# ---- serial_adder_ctrl_flat ----
<file path="config.mk">
export PLATFORM = sky130hd
export DESIGN_NAME = serial_adder_ctrl_flat
export DESIGN_NICKNAME = d
export VERILOG_FILES = /design/src/rtl/serial_adder_ctrl_if.sv /design/src/rtl/serial_adder_ctrl.sv /design/src/flat_wrapper.sv
export SDC_FILE = /design/constraint.sdc
export NUM_CORES = 1
export LEC_CHECK = 0
export CAP_MARGIN = 20
export CORE_ASPECT_RATIO = 2
export CORE_MARGIN = 2
export CORE_UTILIZATION = 50
export DETAILED_ROUTE_END_ITERATION = 8
export GPL_ROUTABILITY_DRIVEN = 0
export PLACE_DENSITY = 0.75
export SYNTH_ARGS = -nofsm -noshare
export SYNTH_HDL_FRONTEND = slang
export SYNTH_HIERARCHICAL = 1
export SYNTH_SLANG_ARGS = --single-unit
</file>
<file path="constraint.sdc">
create_clock -name clk -period 1.8 [get_ports clk]
set_input_delay 0.36 -clock clk [delete_from_list [all_inputs] [get_ports clk]]
set_output_delay 0.36 -clock clk [all_outputs]
set_load 0.02 [all_outputs]
</file>
<file path="src/rtl/serial_adder_ctrl_if.sv">
// Request/result bundle between a master and the bit-serial adder controller.
// The master drives the request and operands; the controller drives status and result.
interface serial_adder_ctrl_if #(
    parameter int WIDTH = 8
);
    logic             start;
    logic [WIDTH-1:0] a_in;
    logic [WIDTH-1:0] b_in;
    logic             cin;
    logic             busy;
    logic             done;
    logic [WIDTH-1:0] sum_out;
    logic             cout;

    modport master (
        output start, a_in, b_in, cin,
        input  busy, done, sum_out, cout
    );

    modport slave (
        input  start, a_in, b_in, cin,
        output busy, done, sum_out, cout
    );
endinterface

</file>
<file path="src/rtl/serial_adder_ctrl.sv">
// Bit-serial WIDTH-bit adder: one 1-bit full adder is reused for WIDTH cycles,
// LSB first, with the carry kept in a flop between cycles.
// start/busy/done handshake; the result registers hold until the next completion.

// Shared 1-bit datapath element.
module full_adder (
    input  logic a,
    input  logic b,
    input  logic c,
    output logic sum,
    output logic cout
);
    assign sum  = a ^ b ^ c;
    assign cout = (a & b) | (a & c) | (b & c);
endmodule

module serial_adder_ctrl #(
    parameter int WIDTH = 8
) (
    input  logic                clk,
    input  logic                rst,
    serial_adder_ctrl_if.slave  bus
);
    localparam int CNT_W = (WIDTH > 1) ? $clog2(WIDTH) : 1;

    typedef enum logic [1:0] {
        IDLE = 2'd0,
        ADD  = 2'd1,
        DONE = 2'd2
    } state_t;

    state_t             state_q;
    logic [WIDTH-1:0]   a_q;
    logic [WIDTH-1:0]   b_q;
    logic [WIDTH-1:0]   sum_sh_q;
    logic               carry_q;
    logic [CNT_W-1:0]   cnt_q;
    logic [WIDTH-1:0]   sum_q;
    logic               cout_q;
    logic               busy_q;
    logic               done_q;

    logic [WIDTH-1:0]   a_d;
    logic [WIDTH-1:0]   b_d;
    logic [WIDTH-1:0]   sum_sh_d;
    logic [CNT_W-1:0]   cnt_d;
    logic               last_bit;

    logic               fa_sum;
    logic               fa_cout;

    // The full adder always looks at the LSBs of the latched operands and the held carry.
    full_adder u_fa (
        .a    (a_q[0]),
        .b    (b_q[0]),
        .c    (carry_q),
        .sum  (fa_sum),
        .cout (fa_cout)
    );

    // Next values of the shift/count datapath for one ADD step.
    always_comb begin
        a_d      = a_q >> 1;
        b_d      = b_q >> 1;
        sum_sh_d = {fa_sum, sum_sh_q[WIDTH-1:1]};
        cnt_d    = cnt_q + CNT_W'(1);
        last_bit = (cnt_q == CNT_W'(WIDTH - 1));
    end

    // Control FSM with registered busy/done and result registers.
    always_ff @(posedge clk or posedge rst) begin
        if (rst) begin
            state_q  <= IDLE;
            a_q      <= '0;
            b_q      <= '0;
            sum_sh_q <= '0;
            carry_q  <= 1'b0;
            cnt_q    <= '0;
            sum_q    <= '0;
            cout_q   <= 1'b0;
            busy_q   <= 1'b0;
            done_q   <= 1'b0;
        end else begin
            case (state_q)
                IDLE: begin
                    done_q <= 1'b0;
                    if (bus.start) begin
                        a_q     <= bus.a_in;
                        b_q     <= bus.b_in;
                        carry_q <= bus.cin;
                        cnt_q   <= '0;
                        busy_q  <= 1'b1;
                        state_q <= ADD;
                    end
                end
                ADD: begin
                    a_q      <= a_d;
                    b_q      <= b_d;
                    sum_sh_q <= sum_sh_d;
                    carry_q  <= fa_cout;
                    cnt_q    <= cnt_d;
                    // The final bit goes straight into the result; sum_sh_q is not needed after this.
                    if (last_bit) begin
                        sum_q   <= sum_sh_d;
                        cout_q  <= fa_cout;
                        busy_q  <= 1'b0;
                        done_q  <= 1'b1;
                        state_q <= DONE;
                    end
                end
                DONE: begin
                    // Any start seen here is dropped; the master must present it again in IDLE.
                    done_q  <= 1'b0;
                    busy_q  <= 1'b0;
                    state_q <= IDLE;
                end
                default: begin
                    busy_q  <= 1'b0;
                    done_q  <= 1'b0;
                    state_q <= IDLE;
                end
            endcase
        end
    end

    assign bus.busy    = busy_q;
    assign bus.done    = done_q;
    assign bus.sum_out = sum_q;
    assign bus.cout    = cout_q;
endmodule
</file>
<file path="src/flat_wrapper.sv">
// flat-port wrapper written by rule: the top's interface ports become plain ports
module serial_adder_ctrl_flat 
#(
    parameter int WIDTH = 8
)
  (clk, rst, bus_start, bus_a_in, bus_b_in, bus_cin, bus_busy, bus_done, bus_sum_out, bus_cout);
  serial_adder_ctrl_if #(.WIDTH(WIDTH)) bus_i ();
  input  logic clk;
  input  logic rst;
  input wire logic [$bits(bus_i.start)-1:0] bus_start;
  input wire logic [$bits(bus_i.a_in)-1:0] bus_a_in;
  input wire logic [$bits(bus_i.b_in)-1:0] bus_b_in;
  input wire logic [$bits(bus_i.cin)-1:0] bus_cin;
  output wire logic [$bits(bus_i.busy)-1:0] bus_busy;
  output wire logic [$bits(bus_i.done)-1:0] bus_done;
  output wire logic [$bits(bus_i.sum_out)-1:0] bus_sum_out;
  output wire logic [$bits(bus_i.cout)-1:0] bus_cout;
  assign bus_i.start = bus_start;
  assign bus_i.a_in = bus_a_in;
  assign bus_i.b_in = bus_b_in;
  assign bus_i.cin = bus_cin;
  assign bus_busy = bus_i.busy;
  assign bus_done = bus_i.done;
  assign bus_sum_out = bus_i.sum_out;
  assign bus_cout = bus_i.cout;
  serial_adder_ctrl #(.WIDTH(WIDTH)) u_core (.clk(clk), .rst(rst), .bus(bus_i));
endmodule
</file>
# ---- seg7_scan_decoder ----
==> src/rtl/seg7_pkg.sv <==
// Shared 7-segment definitions: segment patterns (bit6=a .. bit0=g), special codes
// and the scan-decoder state encoding. The BCD-to-segment encoder uses the same constants.
package seg7_pkg;

    typedef logic [6:0] seg_t;
    typedef logic [1:0] state_t;

    localparam seg_t SEG_0     = 7'b1111110;
    localparam seg_t SEG_1     = 7'b0110000;
    localparam seg_t SEG_2     = 7'b1101101;
    localparam seg_t SEG_3     = 7'b1111001;
    localparam seg_t SEG_4     = 7'b0110011;
    localparam seg_t SEG_5     = 7'b1011011;
    localparam seg_t SEG_6     = 7'b1011111;
    localparam seg_t SEG_7     = 7'b1110000;
    localparam seg_t SEG_8     = 7'b1111111;
    localparam seg_t SEG_9     = 7'b1111011;
    localparam seg_t SEG_DASH  = 7'b0000001;
    localparam seg_t SEG_BLANK = 7'b0000000;

    localparam logic [3:0] CODE_DASH  = 4'hF;
    localparam logic [3:0] CODE_BLANK = 4'hE;

    localparam state_t IDLE   = 2'd0;
    localparam state_t SETTLE = 2'd1;
    localparam state_t HELD   = 2'd2;

    // Position of the set bit in a one-hot vector (0 when none is set).
    function automatic logic [2:0] onehot_index(input logic [7:0] sel);
        logic [2:0] idx;
        idx = '0;
        for (int i = 0; i < 8; i++) begin
            if (sel[i]) idx = 3'(i);
        end
        return idx;
    endfunction

endpackage

==> src/rtl/seg7_pattern_decode.sv <==
// Combinational inverse of the segment encoder: 7-bit pattern to 4-bit code,
// with a flag that tells whether the pattern is one the encoder can produce.
module seg7_pattern_decode
    import seg7_pkg::*;
(
    input  logic [6:0] seg,
    output logic [3:0] code,
    output logic       known
);

    always_comb begin
        // NOTE: every output gets a default first so no path through the case infers a latch.
        code  = 4'h0;
        known = 1'b1;
        case (seg)
            SEG_0:     code = 4'h0;
            SEG_1:     code = 4'h1;
            SEG_2:     code = 4'h2;
            SEG_3:     code = 4'h3;
            SEG_4:     code = 4'h4;
            SEG_5:     code = 4'h5;
            SEG_6:     code = 4'h6;
            SEG_7:     code = 4'h7;
            SEG_8:     code = 4'h8;
            SEG_9:     code = 4'h9;
            SEG_DASH:  code = CODE_DASH;
            SEG_BLANK: code = CODE_BLANK;
            default:   known = 1'b0;
        endcase
    end

endmodule

==> src/rtl/seg7_scan_decoder.sv <==
// Read-back decoder for the multiplexed display bus: registers the bus, waits for
// STABLE_CYCLES identical samples on a one-hot select, then commits the decoded digit.
module seg7_scan_decoder
    import seg7_pkg::*;
#(
    parameter int NUM_DIGITS    = 4,
    parameter int STABLE_CYCLES = 8
) (
    input  logic                    clk,
    input  logic                    rst,
    input  logic [6:0]              seg7_in,
    input  logic                    dp_in,
    input  logic [NUM_DIGITS-1:0]   dig_sel,
    input  logic                    clr_err,
    output logic [4*NUM_DIGITS-1:0] digits_out,
    output logic [NUM_DIGITS-1:0]   dp_out,
    output logic [NUM_DIGITS-1:0]   valid_out,
    output logic                    upd,
    output logic                    err_out,
    output logic [2:0]              err_idx
);

    localparam logic [7:0] STABLE_CNT = 8'(STABLE_CYCLES);

    logic [6:0]            s_seg, p_seg;
    logic                  s_dp, p_dp;
    logic [NUM_DIGITS-1:0] s_sel, p_sel;

    state_t     state, state_nxt;
    logic [7:0] cnt, cnt_nxt;
    logic       commit;

    logic       same, sel_onehot, sel_multi;
    logic [2:0] sel_idx;
    logic [3:0] dec_code;
    logic       dec_known;

    seg7_pattern_decode u_decode (
        .seg   (s_seg),
        .code  (dec_code),
        .known (dec_known)
    );

    assign same       = ({s_seg, s_dp, s_sel} == {p_seg, p_dp, p_sel});
    assign sel_multi  = ((s_sel & (s_sel - 1'b1)) != '0);
    assign sel_onehot = (s_sel != '0) && !sel_multi;
    assign sel_idx    = onehot_index(8'(s_sel));

    // Stability filter: the count is the number of identical samples seen on a valid select.
    always_comb begin
        state_nxt = state;
        cnt_nxt   = cnt;
        commit    = 1'b0;
        if (!sel_onehot) begin
            state_nxt = IDLE;
            cnt_nxt   = '0;
        end else if (state == IDLE || !same) begin
            state_nxt = SETTLE;
            cnt_nxt   = 8'd1;
        end else if (state == SETTLE) begin
            cnt_nxt = cnt + 8'd1;
            if (cnt_nxt == STABLE_CNT) begin
                state_nxt = HELD;
                commit    = 1'b1;
            end
        end
    end

    always_ff @(posedge clk) begin
        // NOTE: sequential state uses non-blocking assignments so every register samples pre-edge values.
        if (rst) begin
            s_seg <= '0;
            s_dp  <= 1'b0;
            s_sel <= '0;
            p_seg <= '0;
            p_dp  <= 1'b0;
            p_sel <= '0;
            state <= IDLE;
            cnt   <= '0;
        end else begin
            s_seg <= seg7_in;
            s_dp  <= dp_in;
            s_sel <= dig_sel;
            p_seg <= s_seg;
            p_dp  <= s_dp;
            p_sel <= s_sel;
            state <= state_nxt;
            cnt   <= cnt_nxt;
        end
    end

    // NOTE: the digit store is a handful of flops, not a RAM, so it is reset like any other state.
    always_ff @(posedge clk) begin
        if (rst) begin
            digits_out <= '0;
            dp_out     <= '0;
            valid_out  <= '0;
            upd        <= 1'b0;
        end else begin
            upd <= commit && dec_known;
            if (commit && dec_known) begin
                for (int i = 0; i < NUM_DIGITS; i++) begin
                    if (s_sel[i]) begin
                        digits_out[4*i +: 4] <= dec_code;
                        dp_out[i]            <= s_dp;
                        valid_out[i]         <= 1'b1;
                    end
                end
            end
        end
    end

    // A new error in the same cycle as clr_err wins; only the first unknown pattern records its index.
    always_ff @(posedge clk) begin
        if (rst) begin
            err_out <= 1'b0;
            err_idx <= '0;
        end else if (commit && !dec_known) begin
            err_out <= 1'b1;
            if (!err_out || clr_err) err_idx <= sel_idx;
        end else if (sel_multi && (s_sel != p_sel)) begin
            err_out <= 1'b1;
            if (clr_err) err_idx <= '0;
        end else if (clr_err) begin
            err_out <= 1'b0;
            err_idx <= '0;
        end
    end

endmodule

==> config.mk <==
export PLATFORM = sky130hd
export DESIGN_NAME = seg7_scan_decoder
export DESIGN_NICKNAME = d
export VERILOG_FILES = /design/src/rtl/seg7_pkg.sv /design/src/rtl/seg7_pattern_decode.sv /design/src/rtl/seg7_scan_decoder.sv
export SDC_FILE = /design/constraint.sdc
export NUM_CORES = 1
export LEC_CHECK = 0
export CAP_MARGIN = 0
export CORE_UTILIZATION = 45
export DETAILED_ROUTE_END_ITERATION = 10
export PLACE_DENSITY = 0.78
export SLEW_MARGIN = 20
export SYNTH_ARGS = -nofsm -noshare
export SYNTH_HDL_FRONTEND = slang
export SYNTH_SLANG_ARGS = --single-unit
==> constraint.sdc <==
create_clock -name clk -period 3.1 [get_ports clk]
set_input_delay 0.465 -clock clk [delete_from_list [all_inputs] [get_ports clk]]
set_output_delay 0.465 -clock clk [all_outputs]
set_load 0.02 [all_outputs]
# ---- adder_simd_pipe ----
### config.mk
export PLATFORM = sky130hd
export DESIGN_NAME = adder_simd_pipe
export DESIGN_NICKNAME = d
export VERILOG_FILES = /design/src/rtl/adder_simd_pipe_pkg.sv /design/src/rtl/adder_simd_pipe_seg.sv /design/src/rtl/adder_simd_pipe.sv
export SDC_FILE = /design/constraint.sdc
export NUM_CORES = 1
export LEC_CHECK = 0
export CORE_MARGIN = 8
export CORE_UTILIZATION = 51
export DETAILED_ROUTE_END_ITERATION = 10
export HOLD_SLACK_MARGIN = 0.03
export PLACE_DENSITY = 0.81
export SLEW_MARGIN = 20
export SYNTH_ARGS = -nofsm -noshare
export SYNTH_HDL_FRONTEND = slang
export SYNTH_SLANG_ARGS = --single-unit
### constraint.sdc
create_clock -name clk -period 11.71 [get_ports clk]
set_input_delay 2.342 -clock clk [delete_from_list [all_inputs] [get_ports clk]]
set_output_delay 2.342 -clock clk [all_outputs]
set_load 0.05 [all_outputs]
### src/rtl/adder_simd_pipe_pkg.sv
// Shared definitions for the pipelined SIMD adder/subtractor.
// Holds the operation encodings and the default datapath width.
package adder_simd_pipe_pkg;

   localparam int LEN_DATA = 64;

   localparam logic [1:0] ADD_OP_ADD  = 2'd0;
   localparam logic [1:0] ADD_OP_SUB  = 2'd1;
   localparam logic [1:0] ADD_OP_ADDS = 2'd2;
   localparam logic [1:0] ADD_OP_SUBS = 2'd3;

endpackage

### src/rtl/adder_simd_pipe_seg.sv
// Combinational ripple adder over a run of SB bytes with lane breaks.
// Ports: a/b bytes, start (byte begins a lane), cl (lane carry-in),
// ci (carry from the byte below the run), sum bytes, co per-byte carry.
module adder_seg #(
   parameter int SB = 4
) (
   input  logic [SB*8-1:0] a,
   input  logic [SB*8-1:0] b,
   input  logic [SB-1:0]   start,
   input  logic            cl,
   input  logic            ci,
   output logic [SB*8-1:0] sum,
   output logic [SB-1:0]   co
);

   logic c;

   always_comb begin
      c = ci;
      sum = '0;
      co = '0;
      for (int j = 0; j < SB; j++) begin
         if (start[j]) c = cl;
         {c, sum[j*8 +: 8]} = {1'b0, a[j*8 +: 8]}
                            + {1'b0, b[j*8 +: 8]}
                            + {8'd0, c};
         co[j] = c;
      end
   end

endmodule

### src/rtl/adder_simd_pipe.sv
// Pipelined WIDTH-bit SIMD add/sub with byte lanes and unsigned saturation.
// Ports: clk, rst (sync, low), en (stall), valid/op/a/b/cin/cmsk_n in;
// sum, cout (per byte), sat (per lane top), rdy out after STAGES cycles.
module adder_simd_pipe
   import adder_simd_pipe_pkg::*;
#(
   parameter int WIDTH  = LEN_DATA,
   parameter int STAGES = 2
) (
   input  logic               clk,
   input  logic               rst,
   input  logic               en,
   input  logic               valid,
   input  logic [1:0]         op,
   input  logic [WIDTH-1:0]   a,
   input  logic [WIDTH-1:0]   b,
   input  logic               cin,
   input  logic [WIDTH/8-1:0] cmsk_n,
   output logic [WIDTH-1:0]   sum,
   output logic [WIDTH/8-1:0] cout,
   output logic [WIDTH/8-1:0] sat,
   output logic               rdy
);

   localparam int NB = WIDTH / 8;
   localparam int SB = NB / STAGES;
   localparam int SW = SB * 8;
   localparam int L  = STAGES - 1;

   if (WIDTH % 8 != 0 || STAGES < 1 || STAGES > NB || NB % STAGES != 0)
   begin : g_bad_cfg
      $error("adder_simd_pipe: illegal WIDTH/STAGES");
   end

   // x* : what enters stage k; r* : registered result of stage k
   logic [WIDTH-1:0] xa [STAGES], xb [STAGES], xs [STAGES];
   logic [NB-1:0]    xm [STAGES], xc [STAGES];
   logic [1:0]       xop [STAGES];
   logic             xcl [STAGES], xci [STAGES], xv [STAGES];

   logic [WIDTH-1:0] ra [STAGES], rb [STAGES], rs [STAGES];
   logic [NB-1:0]    rm [STAGES], rc [STAGES];
   logic [1:0]       rop [STAGES];
   logic             rcl [STAGES], rci [STAGES], rv [STAGES];

   logic [SW-1:0]    ss [STAGES];
   logic [SB-1:0]    sc [STAGES], st [STAGES];
   logic [WIDTH-1:0] ns [STAGES];
   logic [NB-1:0]    nc [STAGES];
   logic             nci [STAGES];

   logic [WIDTH-1:0] fs;
   logic [NB-1:0]    fc, fsat;
   logic [NB:0]      me;
   logic             lc, hit, adds, subs, sub_in;

   always_comb begin
      // b and the lane carry are inverted once at entry for subtraction
      sub_in = (op == ADD_OP_SUB) || (op == ADD_OP_SUBS);
      xa[0]  = a;
      xb[0]  = sub_in ? ~b : b;
      xs[0]  = '0;
      xc[0]  = '0;
      xm[0]  = cmsk_n;
      xop[0] = op;
      xcl[0] = sub_in ? ~cin : cin;
      xci[0] = 1'b0;
      xv[0]  = valid;
      for (int k = 1; k < STAGES; k++) begin
         xa[k]  = ra[k-1];
         xb[k]  = rb[k-1];
         xs[k]  = rs[k-1];
         xc[k]  = rc[k-1];
         xm[k]  = rm[k-1];
         xop[k] = rop[k-1];
         xcl[k] = rcl[k-1];
         xci[k] = rci[k-1];
         xv[k]  = rv[k-1];
      end
      for (int k = 0; k < STAGES; k++) begin
         for (int j = 0; j < SB; j++) begin
            st[k][j] = (k * SB + j == 0) || !xm[k][k*SB + j];
         end
      end
   end

   for (genvar k = 0; k < STAGES; k++) begin : g_seg
      adder_seg #(.SB(SB)) u_seg (
         .a     (xa[k][k*SW +: SW]),
         .b     (xb[k][k*SW +: SW]),
         .start (st[k]),
         .cl    (xcl[k]),
         .ci    (xci[k]),
         .sum   (ss[k]),
         .co    (sc[k])
      );
   end

   always_comb begin
      for (int k = 0; k < STAGES; k++) begin
         ns[k] = xs[k];
         ns[k][k*SW +: SW] = ss[k];
         nc[k] = xc[k];
         nc[k][k*SB +: SB] = sc[k];
         nci[k] = sc[k][SB-1];
      end
      fs   = ns[L];
      fc   = nc[L];
      fsat = '0;
      lc   = 1'b0;
      hit  = 1'b0;
      adds = (xop[L] == ADD_OP_ADDS);
      subs = (xop[L] == ADD_OP_SUBS);
      // me[i+1]==0 marks byte i as a lane top; walking down, lc holds
      // the carry of the lane the current byte belongs to
      me = {1'b0, xm[L]};
      for (int i = NB - 1; i >= 0; i--) begin
         if (!me[i+1]) lc = fc[i];
         hit = (adds & lc) | (subs & ~lc);
         fsat[i] = hit & ~me[i+1];
         if (hit) fs[i*8 +: 8] = adds ? 8'hFF : 8'h00;
      end
   end

   always_ff @(posedge clk) begin
      if (!rst) begin
         for (int k = 0; k < STAGES; k++) rv[k] <= 1'b0;
         sum  <= '0;
         cout <= '0;
         sat  <= '0;
         rdy  <= 1'b0;
      end else if (en) begin
         for (int k = 0; k < STAGES; k++) begin
            ra[k]  <= xa[k];
            rb[k]  <= xb[k];
            rs[k]  <= ns[k];
            rc[k]  <= nc[k];
            rm[k]  <= xm[k];
            rop[k] <= xop[k];
            rcl[k] <= xcl[k];
            rci[k] <= nci[k];
            rv[k]  <= xv[k];
         end
         rdy <= xv[L];
         if (xv[L]) begin
            sum  <= fs;
            cout <= fc;
            sat  <= fsat;
         end
      end
   end

endmodule


==> notes/layouts.md <==
Pictures saved along the way, in no particular order.

Metal layers overlaid.
shot_01.png
Drawn at 6 px/um. Only two layers are drawn.
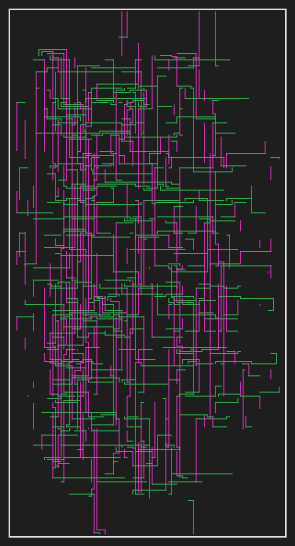
shot_02.png
Drawn at 2 px/um. Only two layers are drawn.
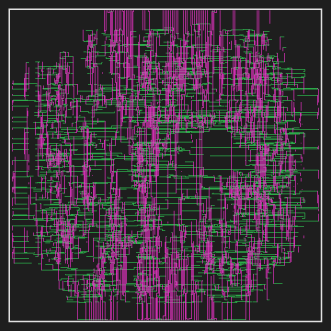
shot_03.png
Drawn at 4 px/um. Only two layers are drawn.
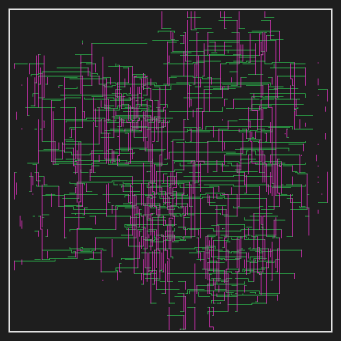
Of these, largest die: shot_02.png
Of these, least wire: shot_01.png
shot_03.png comes from seg7_scan_decoder.
shot_01.png comes from serial_adder_ctrl_flat.
shot_02.png comes from adder_simd_pipe.

Key to shot_03.png:
| colour | layer | wire length |
|---|---|---|
| green | met1 | 2510 um |
| magenta | met2 | 2410 um |

==> adder_simd_pipe/final_placement.png <==
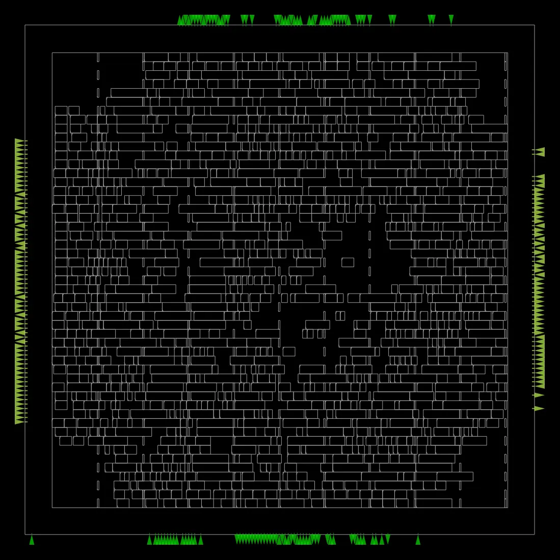
sequential cell area share: 38.12%
Taps Inserted: 265
fillcell total: 1502
Non-Filler Instances: 1394
Core Area: 0.01927 mm^2

==> metrics.cfg, adder_simd_pipe <==
[status]
status = finished, final reports clean

[layout]
drive_above_1_share_pct = 6.560
combGateArea_mm2 = 0.004693

[yosys]
flop_cell = edfxtp_1
yosysTopAreaCell = edfxtp_1
simple_gate_area_share_pct = 10.54
syn_inst = 897
ys_sh_aoi_pct = 17.03
synth.area.top_cells = edfxtp_1 34%, dfxtp_1 16%, xor2_1 7.3%
ys_cells = 897

[timing]
whs_ns = 0.4527
setup_tns_ns = 0
period_needed_ns = 10.92

[cts]
cts.reportedPaths.clkPinSlew_ns = 0.07
cts_buffers = 17

[floorplanning]
io_pins = 224
die_w_um = 155.4

[critical_path]
criticalPathCategory = input pin to flop
cp.required_ns = 12.02
reg2reg_slack_ns = 2.03
r2r-end = sum[41]

[global_routing]
antenna_found_initial = 0
grtUsageMet1_pct = 25.06

[min_path]
worst_hold_path.endpoint = sat[4]
min_from = sat[4]

[placed_design]
port_buffers = 222

[run]
max-cap-violations = 0

[power]
total_power_mw = 1.869
powerDensity_mw_per_mm2 = 143.8

## adder_simd_pipe: worst max-delay path: cells and delay by family
kind / cells / cell delay [ns]
AND/OR/NAND/NOR: 5 / 0.59
XOR/XNOR: 1 / 0.17
adder cells (fa/ha/maj): 8 / 3.57
buffers and inverters: 2 / 0.55
AND-OR/OR-AND: 23 / 4.03
## adder_simd_pipe: power by group through the flow
stage          logic, mW  clock network, mW  registers, mW
3_3_place_gp       0.451                  0          0.822
2_1_floorplan      0.249                  0          0.879
5_1_grt            0.510              0.632          0.815
6_report           0.464              0.596          0.809
3_5_place_dp       0.463                  0          0.823
4_1_cts            0.467              0.602          0.809
## adder_simd_pipe: flip-flops by register name, summed over array words and instances (netlist names)
signal and count:
rc 4, rop 2, rs 32, rm 7, sat 8, sum 64
cout 8, rcl 1, ra 32, rv 1, rb 32, rdy 1
## adder_simd_pipe: metal layers
layer	share of wire, %	vias up
li1	-	3675
met1	41	3547
met2	49	263
met3	7.5	40
met4	1.9	0
met5	0	-
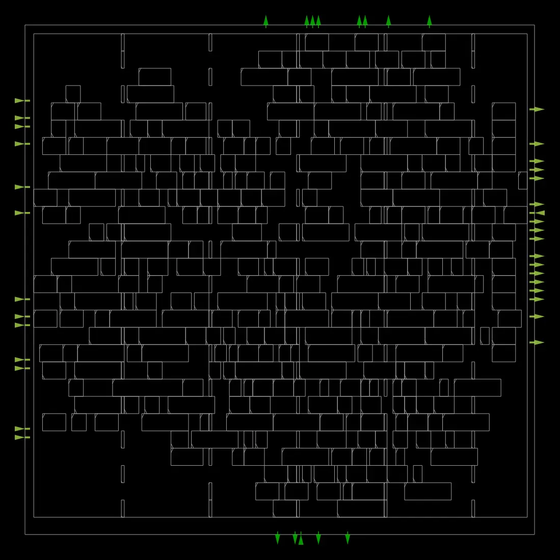
(seg7_scan_decoder/final_placement.png)
final core area utilization: 57.82%
registers: 62
Non-Filler Instances: 404

==> metrics.cfg, seg7_scan_decoder <==
[yosys]
netlist_area_mm2 = 0.002756
top_cell = dfxtp_1
synthesis.nets = 304
ys_cells = 287
ys_area_mm2 = 0.002756
top_cells_by_count = 62 x dfxtp_1, 23 x nand2b_1, 23 x nor2b_1
ys_sh_xor_pct = 6.673

[placed_design]
pre_cts_ws_ns = 0.8439
place.gp.congestion = 0.7844

[power]
comb_power_share_pct = 6.9

[status]
status = finished, final reports clean

[floorplanning]
fp_util_pct = 46.56
rows = 28

[global_routing]
grt_pass1_wl_um = 8935

[critical_path]
end_kind = flop

[timing]
hold_violations = 0

[run]
warning_count = 27

## seg7_scan_decoder: through the flow
step	util (%)	area [um^2]
3_3_place_gp	54.29	3214
3_5_place_dp	54.29	3214
5_1_grt	57.82	3423
2_1_floorplan	-	2756
4_1_cts	57.82	3423
6_report	57.82	3423
## seg7_scan_decoder: area by class of cell
| cell class | instances | area, um^2 | share of cell area [%] |
|---|---|---|---|
| Clock buffer | 11 | 151.4 | 4.423 |
| Multi-Input combinational cell | 197 | 1399 | 40.86 |
| Tap cell | 75 | 93.84 | 2.741 |
| Inverter | 8 | 30.03 | 0.8772 |
| Timing Repair Buffer | 46 | 450.4 | 13.16 |
| Sequential cell | 62 | 1241 | 36.26 |
| Clock inverter | 5 | 57.56 | 1.681 |
## seg7_scan_decoder: registers in the layout (all words and copies together) (netlist names)
signal and cells:
digits_out 16, cnt 8, p_seg 7, s_seg 7, dp_out 4, p_sel 4, s_sel 4, valid_out 4
err_idx 2, state 2, err_out 1, p_dp 1, s_dp 1, upd 1
## seg7_scan_decoder: worst max-delay path: cells and delay by family (launching register included)
family / cells / cell delay, ns
flip-flops: 1 / 0.58
AND-OR/OR-AND: 3 / 0.66
AND/OR/NAND/NOR: 3 / 0.91
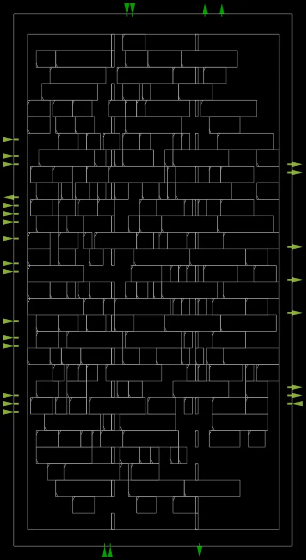
(serial_adder_ctrl_flat/final_placement.png)
fillcell total: 289
final core area utilization: 64.30%
Non-Filler Instances: 218
sequential cell area share: 44.93%
registers: 39

==> metrics.cfg, serial_adder_ctrl_flat <==
[yosys]
simple_gate_area_share_pct = 15.08
top_area_share_pct = 55.75
yosys_warnings = 6
ys_ff = 39
synth-edff-count = 0
top_logic_kind = simple AND/OR/NAND/NOR gates

[layout]
diodes = 0
stdcell_area_mm2 = 0.002172

[placed_design]
pre_cts_ws_ns = 0.09992
port_buffers = 30

[critical_path]
cp.arrival_ns = 1.35
reg2reg_slack_ns = 0.33

[global_routing]
grtUsageTotal_pct = 20.92
grt_pass1_wl_um = 6099
grt_pass1_vias = 1331

[timing]
max_freq_ghz = 0.5863
finalMaxSlewViolations = 0
fin_skew_ns = 0.006912

[detailed_routing]
drc = 0
wl_per_cell_um = 15.98
antenna_left = 0

[cts]
post_cts_buffers = 0
cts.reportedPaths.clkPinSlew_ns = 0.08

[status]
status = finished, final reports clean

[floorplanning]
io_pins = 31

-- serial_adder_ctrl_flat: layer usage --
layer	track usage [%]	routed length, um
met3	4.536	123
met2	35.73	1917
met1	23.82	1359
met4	9.351	85
met5	0	0
-- serial_adder_ctrl_flat: sequential cells by signal, indices dropped and copies added (netlist names) --
name                count
u_core/carry_q          1
u_core/bus.sum_out      8
u_core/a_q              8
u_core/bus.done         1
u_core/cnt_q            3
u_core/bus.cout         1
u_core/sum_sh_q         7
u_core/bus.busy         1
u_core/state_q          1
u_core/b_q              8
-- serial_adder_ctrl_flat: power breakdown --
| part | internal, mW | switching [mW] | total (mW) | leakage [nW] |
|---|---|---|---|---|
| Sequential | 1.29 | 0.258 | 1.55 | 0.475 |
| Clock | 0.269 | 0.314 | 0.584 | 0.0402 |
| Combinational | 0.840 | 0.802 | 1.64 | 0.501 |
-- serial_adder_ctrl_flat: logic make-up after synthesis --
| family | count (synthesis) |
|---|---|
| fa+ha+maj | 3 |
| buf+inv | 15 |
| simple gates | 52 |
| mux | 9 |
| compound gates | 32 |
| flops | 39 |


==> screenshots <==
I/O pins on the die edge.
(a)
Drawn at 8 px/um. Pins as bars across the die edge, other pins in grey.
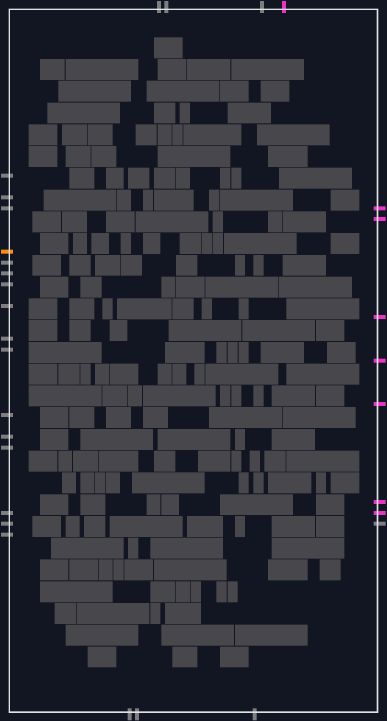
(b)
Drawn at 6 px/um. Pins as bars across the die edge, other pins in grey.
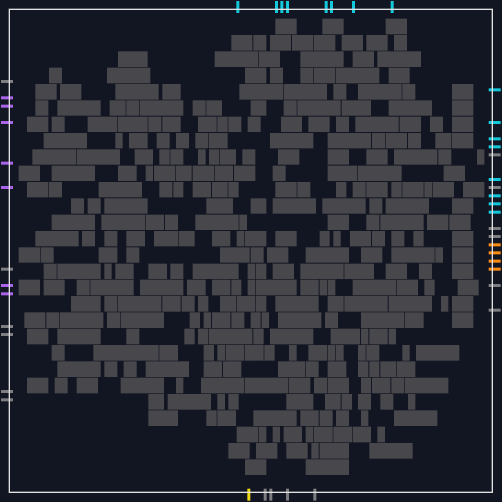
(c)
Drawn at 3 px/um. Pins as bars across the die edge, other pins in grey.
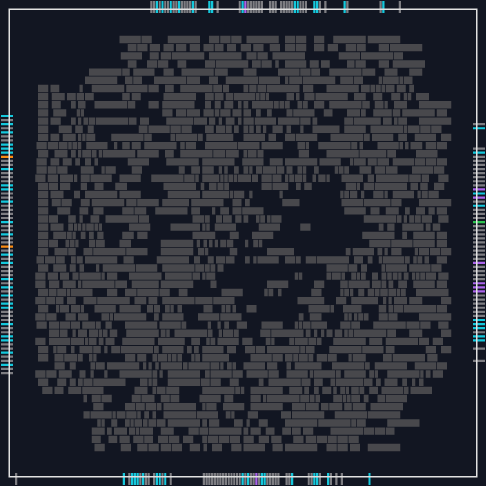
The one with the smallest die is (a).
The one with the fewest pins is (a).
- serial_adder_ctrl_flat = (a)
- seg7_scan_decoder = (b)
- adder_simd_pipe = (c)

Power figures rest on the tool's default switching activity, not on a simulated workload.
